# ---- block 1 ----
**Block 1: metal layers overlaid**

(3 px per um) Only two layers are drawn.
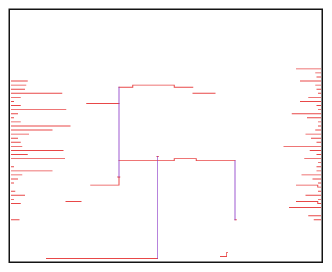

==> src/rtl/mdr_pkg.sv <==
// rtl/mdr_pkg.sv - shared state encoding and default sizes for the MDR read path
package mdr_pkg;

  typedef enum logic [1:0] {
    ST_IDLE = 2'd0,
    ST_REQ  = 2'd1,
    ST_DONE = 2'd2
  } mdr_state_e;

  localparam int MDR_DATA_WIDTH     = 32;
  localparam int MDR_ADDR_WIDTH     = 32;
  localparam int MDR_TIMEOUT_CYCLES = 16;
  localparam int MDR_CNT_WIDTH      = 5;

endpackage

==> src/rtl/mdr_read_unit_reg.sv <==
// rtl/mdr_read_unit_reg.sv - load-enabled data register with synchronous clear
import mdr_pkg::*;

module mdr_read_unit_reg #(
  parameter int WIDTH = MDR_DATA_WIDTH
) (
  input  logic             clk_i,
  input  logic             clear_i,
  input  logic             load_i,
  input  logic [WIDTH-1:0] d_i,
  output logic [WIDTH-1:0] q_o
);

  logic [WIDTH-1:0] q_q;

  always_ff @(posedge clk_i) begin
    if (clear_i) begin
      q_q <= '0;
    end else if (load_i) begin
      q_q <= d_i;
    end
  end

  assign q_o = q_q;

endmodule

==> src/rtl/mdr_read_unit.sv <==
// rtl/mdr_read_unit.sv - memory read FSM feeding the data register onto the bus
// Optional REQ-state timeout abort is built when MDR_READ_TIMEOUT_EN is defined.
import mdr_pkg::*;

module mdr_read_unit #(
  parameter int DATA_WIDTH     = MDR_DATA_WIDTH,
  parameter int ADDR_WIDTH     = MDR_ADDR_WIDTH,
  parameter int TIMEOUT_CYCLES = MDR_TIMEOUT_CYCLES,
  parameter int CNT_WIDTH      = MDR_CNT_WIDTH
) (
  input  logic                  clk_i,
  input  logic                  clear_i,
  input  logic                  rd_req_i,
  input  logic [ADDR_WIDTH-1:0] addr_in_i,
  input  logic                  bus_out_en_i,
  input  logic                  mem_ready_i,
  input  logic [DATA_WIDTH-1:0] mem_data_in_i,
  output logic [ADDR_WIDTH-1:0] mem_addr_o,
  output logic                  mem_rd_o,
  output logic [DATA_WIDTH-1:0] bus_out_o,
  output logic                  data_valid_o,
  output logic                  busy_o,
  output logic                  rd_err_o
);

  if (TIMEOUT_CYCLES < 1 || TIMEOUT_CYCLES > (2 ** CNT_WIDTH) - 1) begin : g_cnt_check
    $error("CNT_WIDTH too narrow for TIMEOUT_CYCLES");
  end

  mdr_state_e            state_q, state_d;
  logic [ADDR_WIDTH-1:0] mem_addr_q, mem_addr_d;
  logic                  mem_rd_q, mem_rd_d;
  logic                  data_valid_q, data_valid_d;
  logic                  capture_en;
  logic [DATA_WIDTH-1:0] data_q;

`ifdef MDR_READ_TIMEOUT_EN
  logic [CNT_WIDTH-1:0] cnt_q, cnt_d;
  logic                 rd_err_q, rd_err_d;
`endif

  assign capture_en = (state_q == ST_REQ) && mem_ready_i;

  always_comb begin
    state_d      = state_q;
    mem_addr_d   = mem_addr_q;
    mem_rd_d     = mem_rd_q;
    data_valid_d = 1'b0;
`ifdef MDR_READ_TIMEOUT_EN
    cnt_d        = cnt_q;
    rd_err_d     = 1'b0;
`endif
    case (state_q)
      ST_IDLE: begin
        if (rd_req_i) begin
          mem_addr_d = addr_in_i;
          mem_rd_d   = 1'b1;
          state_d    = ST_REQ;
`ifdef MDR_READ_TIMEOUT_EN
          cnt_d      = '0;
`endif
        end
      end
      ST_REQ: begin
        // A capture on the timeout edge takes priority over the abort.
        if (mem_ready_i) begin
          mem_rd_d     = 1'b0;
          data_valid_d = 1'b1;
          state_d      = ST_DONE;
        end
`ifdef MDR_READ_TIMEOUT_EN
        else if (cnt_q == CNT_WIDTH'(TIMEOUT_CYCLES - 1)) begin
          mem_rd_d = 1'b0;
          rd_err_d = 1'b1;
          state_d  = ST_IDLE;
        end else if (cnt_q != '1) begin
          cnt_d = cnt_q + 1'b1;
        end
`endif
      end
      ST_DONE: begin
        state_d = ST_IDLE;
      end
      default: begin
        mem_rd_d = 1'b0;
        state_d  = ST_IDLE;
      end
    endcase
  end

  always_ff @(posedge clk_i) begin
    if (clear_i) begin
      state_q      <= ST_IDLE;
      mem_addr_q   <= '0;
      mem_rd_q     <= 1'b0;
      data_valid_q <= 1'b0;
`ifdef MDR_READ_TIMEOUT_EN
      cnt_q        <= '0;
      rd_err_q     <= 1'b0;
`endif
    end else begin
      state_q      <= state_d;
      mem_addr_q   <= mem_addr_d;
      mem_rd_q     <= mem_rd_d;
      data_valid_q <= data_valid_d;
`ifdef MDR_READ_TIMEOUT_EN
      cnt_q        <= cnt_d;
      rd_err_q     <= rd_err_d;
`endif
    end
  end

  mdr_read_unit_reg #(
    .WIDTH (DATA_WIDTH)
  ) u_data_reg (
    .clk_i   (clk_i),
    .clear_i (clear_i),
    .load_i  (capture_en),
    .d_i     (mem_data_in_i),
    .q_o     (data_q)
  );

  assign mem_addr_o   = mem_addr_q;
  assign mem_rd_o     = mem_rd_q;
  assign data_valid_o = data_valid_q;
  assign busy_o       = (state_q != ST_IDLE);
  assign bus_out_o    = bus_out_en_i ? data_q : '0;
`ifdef MDR_READ_TIMEOUT_EN
  assign rd_err_o     = rd_err_q;
`else
  assign rd_err_o     = 1'b0;
`endif

endmodule

==> config.mk <==
export PLATFORM = sky130hd
export DESIGN_NAME = mdr_read_unit
export DESIGN_NICKNAME = d
export VERILOG_FILES = /design/src/rtl/mdr_pkg.sv /design/src/rtl/mdr_read_unit_reg.sv /design/src/rtl/mdr_read_unit.sv
export SDC_FILE = /design/constraint.sdc
export NUM_CORES = 1
export LEC_CHECK = 0
export CORE_ASPECT_RATIO = 0.8
export CORE_MARGIN = 2
export CORE_UTILIZATION = 41
export CTS_BUF_LIST = sky130_fd_sc_hd__clkbuf_8
export CTS_CLUSTER_DIAMETER = 100
export DETAILED_ROUTE_END_ITERATION = 8
export PLACE_DENSITY = 0.79
export SETUP_SLACK_MARGIN = 0.02
export SLEW_MARGIN = 20
export SYNTH_ARGS = -nofsm -noshare
export SYNTH_HDL_FRONTEND = slang
export SYNTH_SLANG_ARGS = --single-unit
==> constraint.sdc <==
create_clock -name clk_i -period 1.4 [get_ports clk_i]
set_input_delay 0.28 -clock clk_i [delete_from_list [all_inputs] [get_ports clk_i]]
set_output_delay 0.28 -clock clk_i [all_outputs]
set_load 0.02 [all_outputs]
# ---- block 2 ----
$ cat src/rtl/obi_initiator.sv
// OBI bus initiator: turns word-burst commands into OBI read/write requests,
// streaming write data in and read data out through a small FWFT FIFO.
module obi_initiator #(
  parameter int unsigned DATA_WIDTH      = 32,
  parameter int unsigned ADDR_WIDTH      = 32,
  parameter int unsigned LEN_WIDTH       = 16,
  parameter int unsigned MAX_OUTSTANDING = 2,
  parameter int unsigned RD_FIFO_DEPTH   = 4
) (
  input  logic                    clk,
  input  logic                    rst_ni,
  input  logic                    cmd_valid,
  output logic                    cmd_ready,
  input  logic [ADDR_WIDTH-1:0]   cmd_addr,
  input  logic [LEN_WIDTH-1:0]    cmd_len,
  input  logic                    cmd_we,
  input  logic [DATA_WIDTH/8-1:0] cmd_be,
  input  logic                    wr_valid,
  output logic                    wr_ready,
  input  logic [DATA_WIDTH-1:0]   wr_data,
  output logic                    rd_valid,
  input  logic                    rd_ready,
  output logic [DATA_WIDTH-1:0]   rd_data,
  output logic                    done,
  output logic                    err,
  output logic                    busy,
  output logic                    data_req,
  output logic [ADDR_WIDTH-1:0]   data_addr,
  output logic                    data_we,
  output logic [DATA_WIDTH/8-1:0] data_be,
  output logic [DATA_WIDTH-1:0]   data_wdata,
  input  logic                    data_gnt,
  input  logic                    data_rvalid,
  input  logic                    data_err,
  input  logic [DATA_WIDTH-1:0]   data_rdata
);

  localparam int unsigned BE_W = DATA_WIDTH / 8;
  localparam int unsigned OW   = $clog2(MAX_OUTSTANDING + 1);
  localparam int unsigned CW   = $clog2(RD_FIFO_DEPTH + 1);
  localparam int unsigned PW   = (RD_FIFO_DEPTH > 1) ? $clog2(RD_FIFO_DEPTH) : 1;

  localparam logic [OW-1:0]         MAX_O    = OW'(MAX_OUTSTANDING);
  localparam logic [CW:0]           DEPTH_C  = (CW + 1)'(RD_FIFO_DEPTH);
  localparam logic [PW-1:0]         LAST_PTR = PW'(RD_FIFO_DEPTH - 1);
  localparam logic [ADDR_WIDTH-1:0] STRIDE   = ADDR_WIDTH'(BE_W);

  typedef enum logic [1:0] {IDLE, ISSUE, DRAIN} state_t;

  state_t                  state_q;
  logic [ADDR_WIDTH-1:0]   addr_q;
  logic [LEN_WIDTH-1:0]    rem_q;
  logic                    we_q;
  logic [BE_W-1:0]         be_q;
  logic [OW-1:0]           outst_q, outst_nxt;
  logic                    err_acc_q, err_nxt;
  logic                    done_q, err_q;

  logic [DATA_WIDTH-1:0]   mem [RD_FIFO_DEPTH];
  logic [PW-1:0]           wr_ptr_q, rd_ptr_q;
  logic [CW-1:0]           fifo_cnt_q, fifo_cnt_nxt;

  logic                    gnt, resp_cnt, stray, push, pop, drain_ok;
  logic [CW:0]             inflight;

  // Reads may only be issued when every in-flight beat already has a FIFO slot.
  assign inflight = (CW + 1)'(fifo_cnt_q) + (CW + 1)'(outst_q);
  assign data_req = (state_q == ISSUE) && (outst_q < MAX_O) &&
                    (we_q ? wr_valid : (inflight < DEPTH_C));

  assign gnt      = data_req & data_gnt;
  assign resp_cnt = data_rvalid && (state_q != IDLE) && (outst_q != '0);
  assign stray    = data_rvalid && (state_q != IDLE) && (outst_q == '0);
  assign push     = resp_cnt & ~we_q;
  assign pop      = rd_valid & rd_ready;

  always_comb begin
    outst_nxt = outst_q;
    if (gnt && !resp_cnt)      outst_nxt = outst_q + OW'(1);
    else if (!gnt && resp_cnt) outst_nxt = outst_q - OW'(1);

    fifo_cnt_nxt = fifo_cnt_q;
    if (push && !pop)      fifo_cnt_nxt = fifo_cnt_q + CW'(1);
    else if (!push && pop) fifo_cnt_nxt = fifo_cnt_q - CW'(1);

    err_nxt  = err_acc_q | (resp_cnt & data_err) | stray;
    drain_ok = (outst_nxt == '0) && (we_q || (fifo_cnt_nxt == '0));
  end

  // Completion is judged on post-edge counts so done lands one cycle after the
  // final beat leaves; the FSM then spends the done cycle in DRAIN before IDLE.
  always_ff @(posedge clk or negedge rst_ni) begin
    if (!rst_ni) begin
      state_q   <= IDLE;
      addr_q    <= '0;
      rem_q     <= '0;
      we_q      <= 1'b0;
      be_q      <= '0;
      outst_q   <= '0;
      err_acc_q <= 1'b0;
      done_q    <= 1'b0;
      err_q     <= 1'b0;
    end else begin
      outst_q   <= outst_nxt;
      err_acc_q <= err_nxt;
      done_q    <= 1'b0;
      err_q     <= 1'b0;
      unique case (state_q)
        IDLE: begin
          if (cmd_valid) begin
            addr_q    <= cmd_addr;
            rem_q     <= cmd_len;
            we_q      <= cmd_we;
            be_q      <= cmd_be;
            err_acc_q <= 1'b0;
            state_q   <= (cmd_len != '0) ? ISSUE : DRAIN;
          end
        end
        ISSUE: begin
          if (gnt) begin
            addr_q <= addr_q + STRIDE;
            rem_q  <= rem_q - LEN_WIDTH'(1);
            if (rem_q == LEN_WIDTH'(1)) state_q <= DRAIN;
          end
        end
        DRAIN: begin
          if (done_q) begin
            state_q <= IDLE;
          end else if (drain_ok) begin
            done_q <= 1'b1;
            err_q  <= err_nxt;
          end
        end
        default: state_q <= IDLE;
      endcase
    end
  end

  always_ff @(posedge clk or negedge rst_ni) begin
    if (!rst_ni) begin
      wr_ptr_q   <= '0;
      rd_ptr_q   <= '0;
      fifo_cnt_q <= '0;
    end else begin
      fifo_cnt_q <= fifo_cnt_nxt;
      if (push) wr_ptr_q <= (wr_ptr_q == LAST_PTR) ? '0 : wr_ptr_q + PW'(1);
      if (pop)  rd_ptr_q <= (rd_ptr_q == LAST_PTR) ? '0 : rd_ptr_q + PW'(1);
    end
  end

  always_ff @(posedge clk) begin
    if (push) mem[wr_ptr_q] <= data_rdata;
  end

  assign rd_valid   = (fifo_cnt_q != '0);
  assign rd_data    = mem[rd_ptr_q];
  assign wr_ready   = gnt & we_q;
  assign data_addr  = addr_q;
  assign data_we    = we_q;
  assign data_be    = be_q;
  assign data_wdata = (data_req && we_q) ? wr_data : '0;
  assign cmd_ready  = (state_q == IDLE);
  assign busy       = (state_q != IDLE);
  assign done       = done_q;
  assign err        = err_q;

endmodule

$ cat config.mk
export PLATFORM = sky130hd
export DESIGN_NAME = obi_initiator
export DESIGN_NICKNAME = d
export VERILOG_FILES = /design/src/rtl/obi_initiator.sv
export SDC_FILE = /design/constraint.sdc
export NUM_CORES = 1
export LEC_CHECK = 0
export CAP_MARGIN = 30
export CORE_MARGIN = 2
export CORE_UTILIZATION = 44
export CTS_CLUSTER_SIZE = 20
export DETAILED_ROUTE_END_ITERATION = 6
export PLACE_DENSITY = 0.76
export REMOVE_ABC_BUFFERS = 1
export SYNTH_ARGS = -nofsm -noshare
export SYNTH_HDL_FRONTEND = slang
export SYNTH_SLANG_ARGS = --single-unit
$ cat constraint.sdc
create_clock -name clk -period 2.68 [get_ports clk]
set_clock_uncertainty 0.2 [all_clocks]
set_input_delay 0.268 -clock clk [delete_from_list [all_inputs] [get_ports clk]]
set_output_delay 0.268 -clock clk [all_outputs]
set_load 0.005 [all_outputs]
**Block 2: metal layers overlaid**

(2 px per um) Only two layers are drawn.
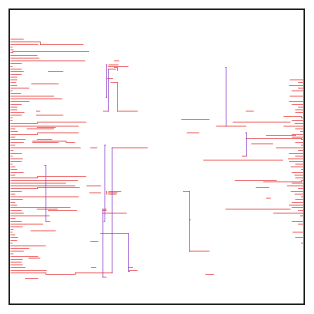
legend:
  met3:
    colour: red
    wire_length: 1,740 um
  met4:
    colour: purple
    wire_length: 304 um

==> impl_metrics.tcl, block 2 <==
# place-and-route summary
set metrics [dict create \
    outcome "finished, final reports clean" \
    floorplan.core_util_pct 44.63 \
    dp_hpwl_um 14850 \
    fmax_mhz 386.1 \
    clk_transition_reported_paths_ns 0.08 \
    reg2reg_slack_ns 0.26 \
    yosysTopAreaCell "sky130_fd_sc_hd__edfxtp_1" \
    met2_length_um 10550 \
    total_iterations_of_the_first_detailed_routing_run 5 \
    mostFrequentLayoutCell "sky130_fd_sc_hd__clkdlybuf4s50_1" \
    worst_path_dominant_cell_family "flip-flops" \
    timing.reg2reg.worst_path_depth 8 \
    tritoncts_buffer_count 17 \
    fill_cells 1549 \
    route.final.wire_length_um 21860 \
    grt_first_pass_wirelength_um 34630 \
    yosys.area_share.simple_pct 11.77 \
    regToRegEndpoint "rem_q[12]" \
    arithmetic_cell_share_of_the_synthesized_area_counting_full_adders_half_adders_and_majority_gates_pct 2.036 \
    clock_cell_area_share_pct 4.812 \
    clock_power_mw 2.52 \
    ys_top_cells_by_area "sky130_fd_sc_hd__edfxtp_1 (43%), sky130_fd_sc_hd__dfrtp_1 (19%), sky130_fd_sc_hd__mux4_2 (8.0%), sky130_fd_sc_hd__a21oi_1 (3.1%), sky130_fd_sc_hd__o21ai_0 (2.6%)" \
    die_h_um 146.8 \
    netlist_area_sq_um 8972 \
    critical_path.slowest_cell "sky130_fd_sc_hd__dfrtp_1" \
]
**Block 1: clock routing**

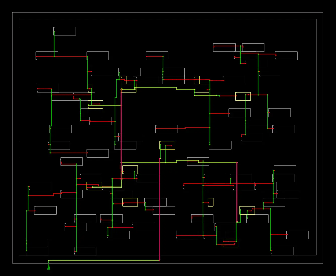
registers: 68
worst clock skew: 0.007880 ns

**Block 1: clock distribution**

(4 px per um)
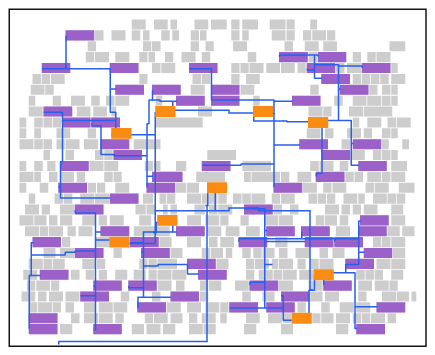
legend:
  clock wires:
    colour: blue
    length: 889 um
  flip-flops:
    colour: purple
    count: 68
  cells driving clock nets:
    colour: orange
    count: 9
routed clock nets: 10
flops lie: widely spread

## Picture notes: 'metal layers overlaid' of block 1
legend:
  met4:
    colour: purple
    wire_length: 83.6 um
  met3:
    colour: red
    wire_length: 458 um

==> impl_metrics.tcl, block 1 <==
# place-and-route summary
set metrics [dict create \
    outcome "finished, final reports clean" \
    fp.dieW_um 103.8 \
    path_buffers 1 \
    cts_num_sinks 68 \
    clk_root_buffer_cell "sky130_fd_sc_hd__clkbuf_8" \
    worst_setup_slack_post_dpl_ns -0.6354 \
    cts_max_path_buffers 2 \
    power_frac_clock_pct 31.2 \
    area.growth.synth_to_final_pct 45.20 \
    portBuffers 135 \
    worst-endpoint-arrival_ns 1.05 \
    netSwitchingPower_mw 1.120 \
    timing.reg2reg.worst_path_depth 4 \
    gp_congestion 0.7304 \
    placement_row_count 29 \
    grt.overflow.total 0 \
    nNonClkInverters 0 \
    post_synth_edffs 0 \
    regToRegEndpoint "mem_addr_o[8]" \
    clock_power_mw 1.34 \
    worst_setup_path_endpoint "bus_out_o[21]" \
    wire_per_inst_um 13.23 \
    via_per_inst 4.479 \
    final_period_minus_worst_setup_slack_ns 1.330 \
    layout-drive-gt1-share_pct 13.58 \
    yosys.area_share.simple_pct 32.30 \
    num-nonclk-buffers 145 \
    detail-route-antenna-nets 0 \
    floorplan.core_util_pct 41.71 \
    met3WireLength_um 458 \
]

==> layout pictures side by side <==
Ports around the boundary.
(a)
(4 px per um) Pins as bars across the die edge, other pins in grey.
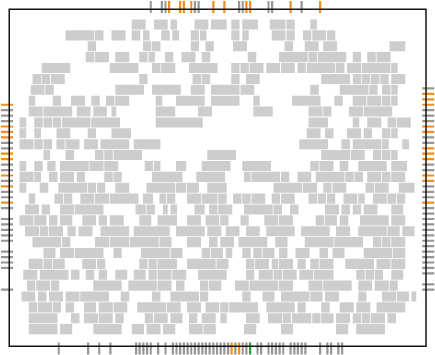
(b)
(2 px per um) Pins as bars across the die edge, other pins in grey.
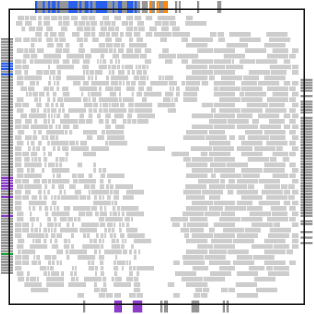
block 2 -> (b)
block 1 -> (a)


# ---- block 3 ----
**Block 3: metal layers overlaid**

(1 px per um) Only two layers are drawn.
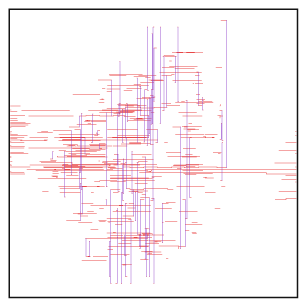
<file path="config.mk">
export PLATFORM = sky130hd
export DESIGN_NAME = alu_mc_flat
export DESIGN_NICKNAME = d
export VERILOG_FILES = /design/src/rtl/alu_pkg.sv /design/src/rtl/alu_mc_if.sv /design/src/rtl/alu_muldiv_seq.sv /design/src/rtl/alu_mc.sv /design/src/flat_wrapper.sv
export SDC_FILE = /design/constraint.sdc
export NUM_CORES = 1
export LEC_CHECK = 0
export CAP_MARGIN = 20
export CORE_MARGIN = 10
export CORE_UTILIZATION = 25
export CTS_BUF_LIST = sky130_fd_sc_hd__clkbuf_4 sky130_fd_sc_hd__clkbuf_8
export DETAILED_ROUTE_END_ITERATION = 6
export REMOVE_ABC_BUFFERS = 1
export SLEW_MARGIN = 20
export SYNTH_ARGS = -nofsm -noshare
export SYNTH_HDL_FRONTEND = slang
export SYNTH_SLANG_ARGS = --single-unit
</file>
<file path="constraint.sdc">
create_clock -name clk -period 4.3 [get_ports clk]
set_input_delay 0.645 -clock clk [delete_from_list [all_inputs] [get_ports clk]]
set_output_delay 0.645 -clock clk [all_outputs]
set_load 0.05 [all_outputs]
</file>
<file path="src/rtl/alu_pkg.sv">
// Shared encodings for the multi-cycle ALU: opcodes, including the reserved
// opcode, and the controller state enum.
package alu_pkg;

  typedef enum logic [2:0] {
    ALU_ADD  = 3'd0,
    ALU_SUB  = 3'd1,
    ALU_AND  = 3'd2,
    ALU_OR   = 3'd3,
    ALU_SLT  = 3'd4,
    ALU_MULU = 3'd5,
    ALU_DIVU = 3'd6,
    ALU_RSVD = 3'd7
  } op_t;

  typedef enum logic [1:0] {
    ST_IDLE = 2'd0,
    ST_BUSY = 2'd1,
    ST_DONE = 2'd2
  } state_t;

endpackage

</file>
<file path="src/rtl/alu_mc_if.sv">
// Request/response bundle between a requester (master) and the ALU (slave).
interface alu_mc_if #(
  parameter int DATA_WIDTH = 32,
  parameter int OP_WIDTH   = 3
);
  // Both channels use valid/ready: a transfer happens on a rising edge where
  // valid && ready; valid never depends on ready; the sender holds payload
  // stable while valid is high and ready is low.
  logic                  in_valid;
  logic                  in_ready;
  logic [OP_WIDTH-1:0]   op;
  logic [DATA_WIDTH-1:0] a;
  logic [DATA_WIDTH-1:0] b;
  logic                  out_valid;
  logic                  out_ready;
  logic [DATA_WIDTH-1:0] result;
  logic [DATA_WIDTH-1:0] hi;
  logic                  zero;
  logic                  ovf;
  logic                  dz;

  modport master (
    output in_valid, op, a, b, out_ready,
    input  in_ready, out_valid, result, hi, zero, ovf, dz
  );

  modport slave (
    input  in_valid, op, a, b, out_ready,
    output in_ready, out_valid, result, hi, zero, ovf, dz
  );
endinterface

</file>
<file path="src/rtl/alu_muldiv_seq.sv">
// Iterative unsigned multiply (shift-add) and divide (restoring), one bit per
// cycle. start loads operands; done is high during the last iteration cycle.
module alu_muldiv_seq #(
  parameter int DATA_WIDTH = 32
) (
  input  logic                  clk,
  input  logic                  rst_n,
  input  logic                  start,
  input  logic                  is_div,
  input  logic [DATA_WIDTH-1:0] a,
  input  logic [DATA_WIDTH-1:0] b,
  output logic                  done,
  output logic [DATA_WIDTH-1:0] res_lo,
  output logic [DATA_WIDTH-1:0] res_hi
);
  localparam int CW = $clog2(DATA_WIDTH) + 1;

  logic                  busy_r;
  logic                  div_r;
  logic [CW-1:0]         cnt_r;
  logic [DATA_WIDTH-1:0] hi_r;   // product high word / partial remainder
  logic [DATA_WIDTH-1:0] lo_r;   // multiplier / dividend-quotient shifter
  logic [DATA_WIDTH-1:0] m_r;    // multiplicand or divisor

  logic [DATA_WIDTH:0]   add_s;
  logic [DATA_WIDTH:0]   shl;
  logic                  borrow;
  logic [DATA_WIDTH-1:0] nxt_hi;
  logic [DATA_WIDTH-1:0] nxt_lo;

  always_comb begin
    add_s  = '0;
    shl    = '0;
    borrow = 1'b0;
    nxt_hi = hi_r;
    nxt_lo = lo_r;
    if (div_r) begin
      // The remainder always fits DATA_WIDTH bits, so the wrapped difference is exact.
      shl    = {hi_r, lo_r[DATA_WIDTH-1]};
      borrow = (shl < {1'b0, m_r});
      nxt_hi = borrow ? shl[DATA_WIDTH-1:0] : (shl[DATA_WIDTH-1:0] - m_r);
      nxt_lo = {lo_r[DATA_WIDTH-2:0], ~borrow};
    end else begin
      add_s  = {1'b0, hi_r} + (lo_r[0] ? {1'b0, m_r} : '0);
      nxt_hi = add_s[DATA_WIDTH:1];
      nxt_lo = {add_s[0], lo_r[DATA_WIDTH-1:1]};
    end
  end

  assign done   = busy_r && (cnt_r == CW'(DATA_WIDTH - 1));
  assign res_lo = nxt_lo;
  assign res_hi = nxt_hi;

  always_ff @(posedge clk) begin
    if (!rst_n) begin
      busy_r <= 1'b0;
      div_r  <= 1'b0;
      cnt_r  <= '0;
      hi_r   <= '0;
      lo_r   <= '0;
      m_r    <= '0;
    end else if (start) begin
      busy_r <= 1'b1;
      div_r  <= is_div;
      cnt_r  <= '0;
      hi_r   <= '0;
      lo_r   <= is_div ? a : b;
      m_r    <= is_div ? b : a;
    end else if (busy_r) begin
      hi_r  <= nxt_hi;
      lo_r  <= nxt_lo;
      cnt_r <= cnt_r + CW'(1);
      if (done) busy_r <= 1'b0;
    end
  end
endmodule

</file>
<file path="src/rtl/alu_mc.sv">
// Multi-cycle ALU controller: single-cycle arithmetic/logic ops plus
// iterative MULU/DIVU through alu_muldiv_seq, with registered outputs.
module alu_mc
  import alu_pkg::*;
#(
  parameter int DATA_WIDTH = 32,
  parameter int OP_WIDTH   = 3
) (
  input  logic   clk,
  input  logic   rst_n,
  alu_mc_if.slave ifc,
  output state_t dbg_state
);
  localparam int MSB = DATA_WIDTH - 1;

  state_t                state_r, state_nxt;
  op_t                   opc;
  logic [DATA_WIDTH-1:0] sum, diff;
  logic [DATA_WIDTH-1:0] res_c, hi_c;
  logic                  ovf_c, dz_c, go_seq;
  logic                  seq_start, load_single, load_seq;
  logic                  seq_done;
  logic [DATA_WIDTH-1:0] seq_lo, seq_hi;

  logic [DATA_WIDTH-1:0] result_r, hi_r;
  logic                  zero_r, ovf_r, dz_r;

  // Any opcode above 6 (including wider encodings) behaves as reserved.
  assign opc  = (ifc.op > OP_WIDTH'(6)) ? ALU_RSVD : op_t'(ifc.op[2:0]);
  assign sum  = ifc.a + ifc.b;
  assign diff = ifc.a - ifc.b;

  always_comb begin
    res_c  = '0;
    hi_c   = '0;
    ovf_c  = 1'b0;
    dz_c   = 1'b0;
    go_seq = 1'b0;
    case (opc)
      ALU_ADD: begin
        res_c = sum;
        ovf_c = (ifc.a[MSB] == ifc.b[MSB]) && (sum[MSB] != ifc.a[MSB]);
      end
      ALU_SUB: begin
        res_c = diff;
        ovf_c = (ifc.a[MSB] != ifc.b[MSB]) && (diff[MSB] != ifc.a[MSB]);
      end
      ALU_AND: res_c = ifc.a & ifc.b;
      ALU_OR:  res_c = ifc.a | ifc.b;
      ALU_SLT: res_c = {{(DATA_WIDTH-1){1'b0}}, ($signed(ifc.a) < $signed(ifc.b))};
      ALU_MULU: go_seq = 1'b1;
      ALU_DIVU: begin
        // Divide-by-zero resolves immediately instead of iterating.
        if (ifc.b == '0) begin
          res_c = '1;
          hi_c  = ifc.a;
          dz_c  = 1'b1;
        end else begin
          go_seq = 1'b1;
        end
      end
      default: ;
    endcase
  end

  always_comb begin
    state_nxt   = state_r;
    seq_start   = 1'b0;
    load_single = 1'b0;
    load_seq    = 1'b0;
    case (state_r)
      ST_IDLE: begin
        if (ifc.in_valid) begin
          if (go_seq) begin
            seq_start = 1'b1;
            state_nxt = ST_BUSY;
          end else begin
            load_single = 1'b1;
            state_nxt   = ST_DONE;
          end
        end
      end
      ST_BUSY: begin
        if (seq_done) begin
          load_seq  = 1'b1;
          state_nxt = ST_DONE;
        end
      end
      ST_DONE: begin
        if (ifc.out_ready) state_nxt = ST_IDLE;
      end
      default: state_nxt = ST_IDLE;
    endcase
  end

  always_ff @(posedge clk) begin
    if (!rst_n) begin
      state_r  <= ST_IDLE;
      result_r <= '0;
      hi_r     <= '0;
      zero_r   <= 1'b0;
      ovf_r    <= 1'b0;
      dz_r     <= 1'b0;
    end else begin
      state_r <= state_nxt;
      if (load_single) begin
        result_r <= res_c;
        hi_r     <= hi_c;
        zero_r   <= (res_c == '0);
        ovf_r    <= ovf_c;
        dz_r     <= dz_c;
      end else if (load_seq) begin
        result_r <= seq_lo;
        hi_r     <= seq_hi;
        zero_r   <= (seq_lo == '0);
        ovf_r    <= 1'b0;
        dz_r     <= 1'b0;
      end
    end
  end

  alu_muldiv_seq #(.DATA_WIDTH(DATA_WIDTH)) u_seq (
    .clk    (clk),
    .rst_n  (rst_n),
    .start  (seq_start),
    .is_div (opc == ALU_DIVU),
    .a      (ifc.a),
    .b      (ifc.b),
    .done   (seq_done),
    .res_lo (seq_lo),
    .res_hi (seq_hi)
  );

  assign ifc.in_ready  = (state_r == ST_IDLE);
  assign ifc.out_valid = (state_r == ST_DONE);
  assign ifc.result    = result_r;
  assign ifc.hi        = hi_r;
  assign ifc.zero      = zero_r;
  assign ifc.ovf       = ovf_r;
  assign ifc.dz        = dz_r;
  assign dbg_state     = state_r;
endmodule

</file>
<file path="src/flat_wrapper.sv">
// flat-port wrapper written by rule: the top's interface ports become plain ports
module alu_mc_flat import alu_pkg::*;
#(
  parameter int DATA_WIDTH = 32,
  parameter int OP_WIDTH   = 3
)
  (clk, rst_n, dbg_state, ifc_in_valid, ifc_op, ifc_a, ifc_b, ifc_out_ready, ifc_in_ready, ifc_out_valid, ifc_result, ifc_hi, ifc_zero, ifc_ovf, ifc_dz);
  alu_mc_if #(.DATA_WIDTH(DATA_WIDTH), .OP_WIDTH(OP_WIDTH)) ifc_i ();
  input  logic clk;
  input  logic rst_n;
  output state_t dbg_state;
  input wire logic [$bits(ifc_i.in_valid)-1:0] ifc_in_valid;
  input wire logic [$bits(ifc_i.op)-1:0] ifc_op;
  input wire logic [$bits(ifc_i.a)-1:0] ifc_a;
  input wire logic [$bits(ifc_i.b)-1:0] ifc_b;
  input wire logic [$bits(ifc_i.out_ready)-1:0] ifc_out_ready;
  output wire logic [$bits(ifc_i.in_ready)-1:0] ifc_in_ready;
  output wire logic [$bits(ifc_i.out_valid)-1:0] ifc_out_valid;
  output wire logic [$bits(ifc_i.result)-1:0] ifc_result;
  output wire logic [$bits(ifc_i.hi)-1:0] ifc_hi;
  output wire logic [$bits(ifc_i.zero)-1:0] ifc_zero;
  output wire logic [$bits(ifc_i.ovf)-1:0] ifc_ovf;
  output wire logic [$bits(ifc_i.dz)-1:0] ifc_dz;
  assign ifc_i.in_valid = ifc_in_valid;
  assign ifc_i.op = ifc_op;
  assign ifc_i.a = ifc_a;
  assign ifc_i.b = ifc_b;
  assign ifc_i.out_ready = ifc_out_ready;
  assign ifc_in_ready = ifc_i.in_ready;
  assign ifc_out_valid = ifc_i.out_valid;
  assign ifc_result = ifc_i.result;
  assign ifc_hi = ifc_i.hi;
  assign ifc_zero = ifc_i.zero;
  assign ifc_ovf = ifc_i.ovf;
  assign ifc_dz = ifc_i.dz;
  alu_mc #(.DATA_WIDTH(DATA_WIDTH), .OP_WIDTH(OP_WIDTH)) u_core (.clk(clk), .rst_n(rst_n), .ifc(ifc_i), .dbg_state(dbg_state));
endmodule
</file>
==> impl_metrics.tcl <==
# place-and-route summary
set metrics [dict create \
    outcome "finished, final reports clean" \
    power_frac_clock_pct 22.0 \
    switching_share_pct 43.19 \
    critical_path.most_common_cell "sky130_fd_sc_hd__o31ai_1" \
    clock_power_mw 1.23 \
    area.growth.synth_to_final_pct 26.16 \
    seqPwrFrac_pct 32.2 \
    route.final.wire_length_um 79530 \
    route.layer.met1.wl_um 34400 \
    sh_comb_area_pct 58.86 \
    via_per_inst 5.371 \
    stdcell_area_sq_um 22430 \
    critical_path_required_ns 4.70 \
    tapcell_count 940 \
    grtUsageMet1_pct 24.49 \
    critPathLaunchType "flop" \
    detailed_place.area_sq_um 22030 \
    total_iterations_of_the_first_detailed_routing_run 6 \
    worst_path_dominant_cell_family "AND-OR/OR-AND gates" \
    hold_path_startpoint "u_core.ifc.dz" \
    finClkSkew_ns 0.03013 \
    yosys.area_share.simple_pct 21.54 \
    die_h_um 286.7 \
    hold_path_depth 2 \
    largest_pwr_group "combinational logic" \
    global_route.peak_usage_layer "met2" \
    drv.max_cap_violation_count 0 \
    synth-xor-area-share_pct 3.449 \
    h-tree-depth 4 \
    place_inst 3620 \
    pin_count 142 \
    grt.overflow.total 0 \
]
Notes on 'metal layers overlaid' of block 3 above:
legend:
  met4:
    colour: purple
    wire_length: 3,540 um
  met3:
    colour: red
    wire_length: 5,850 um


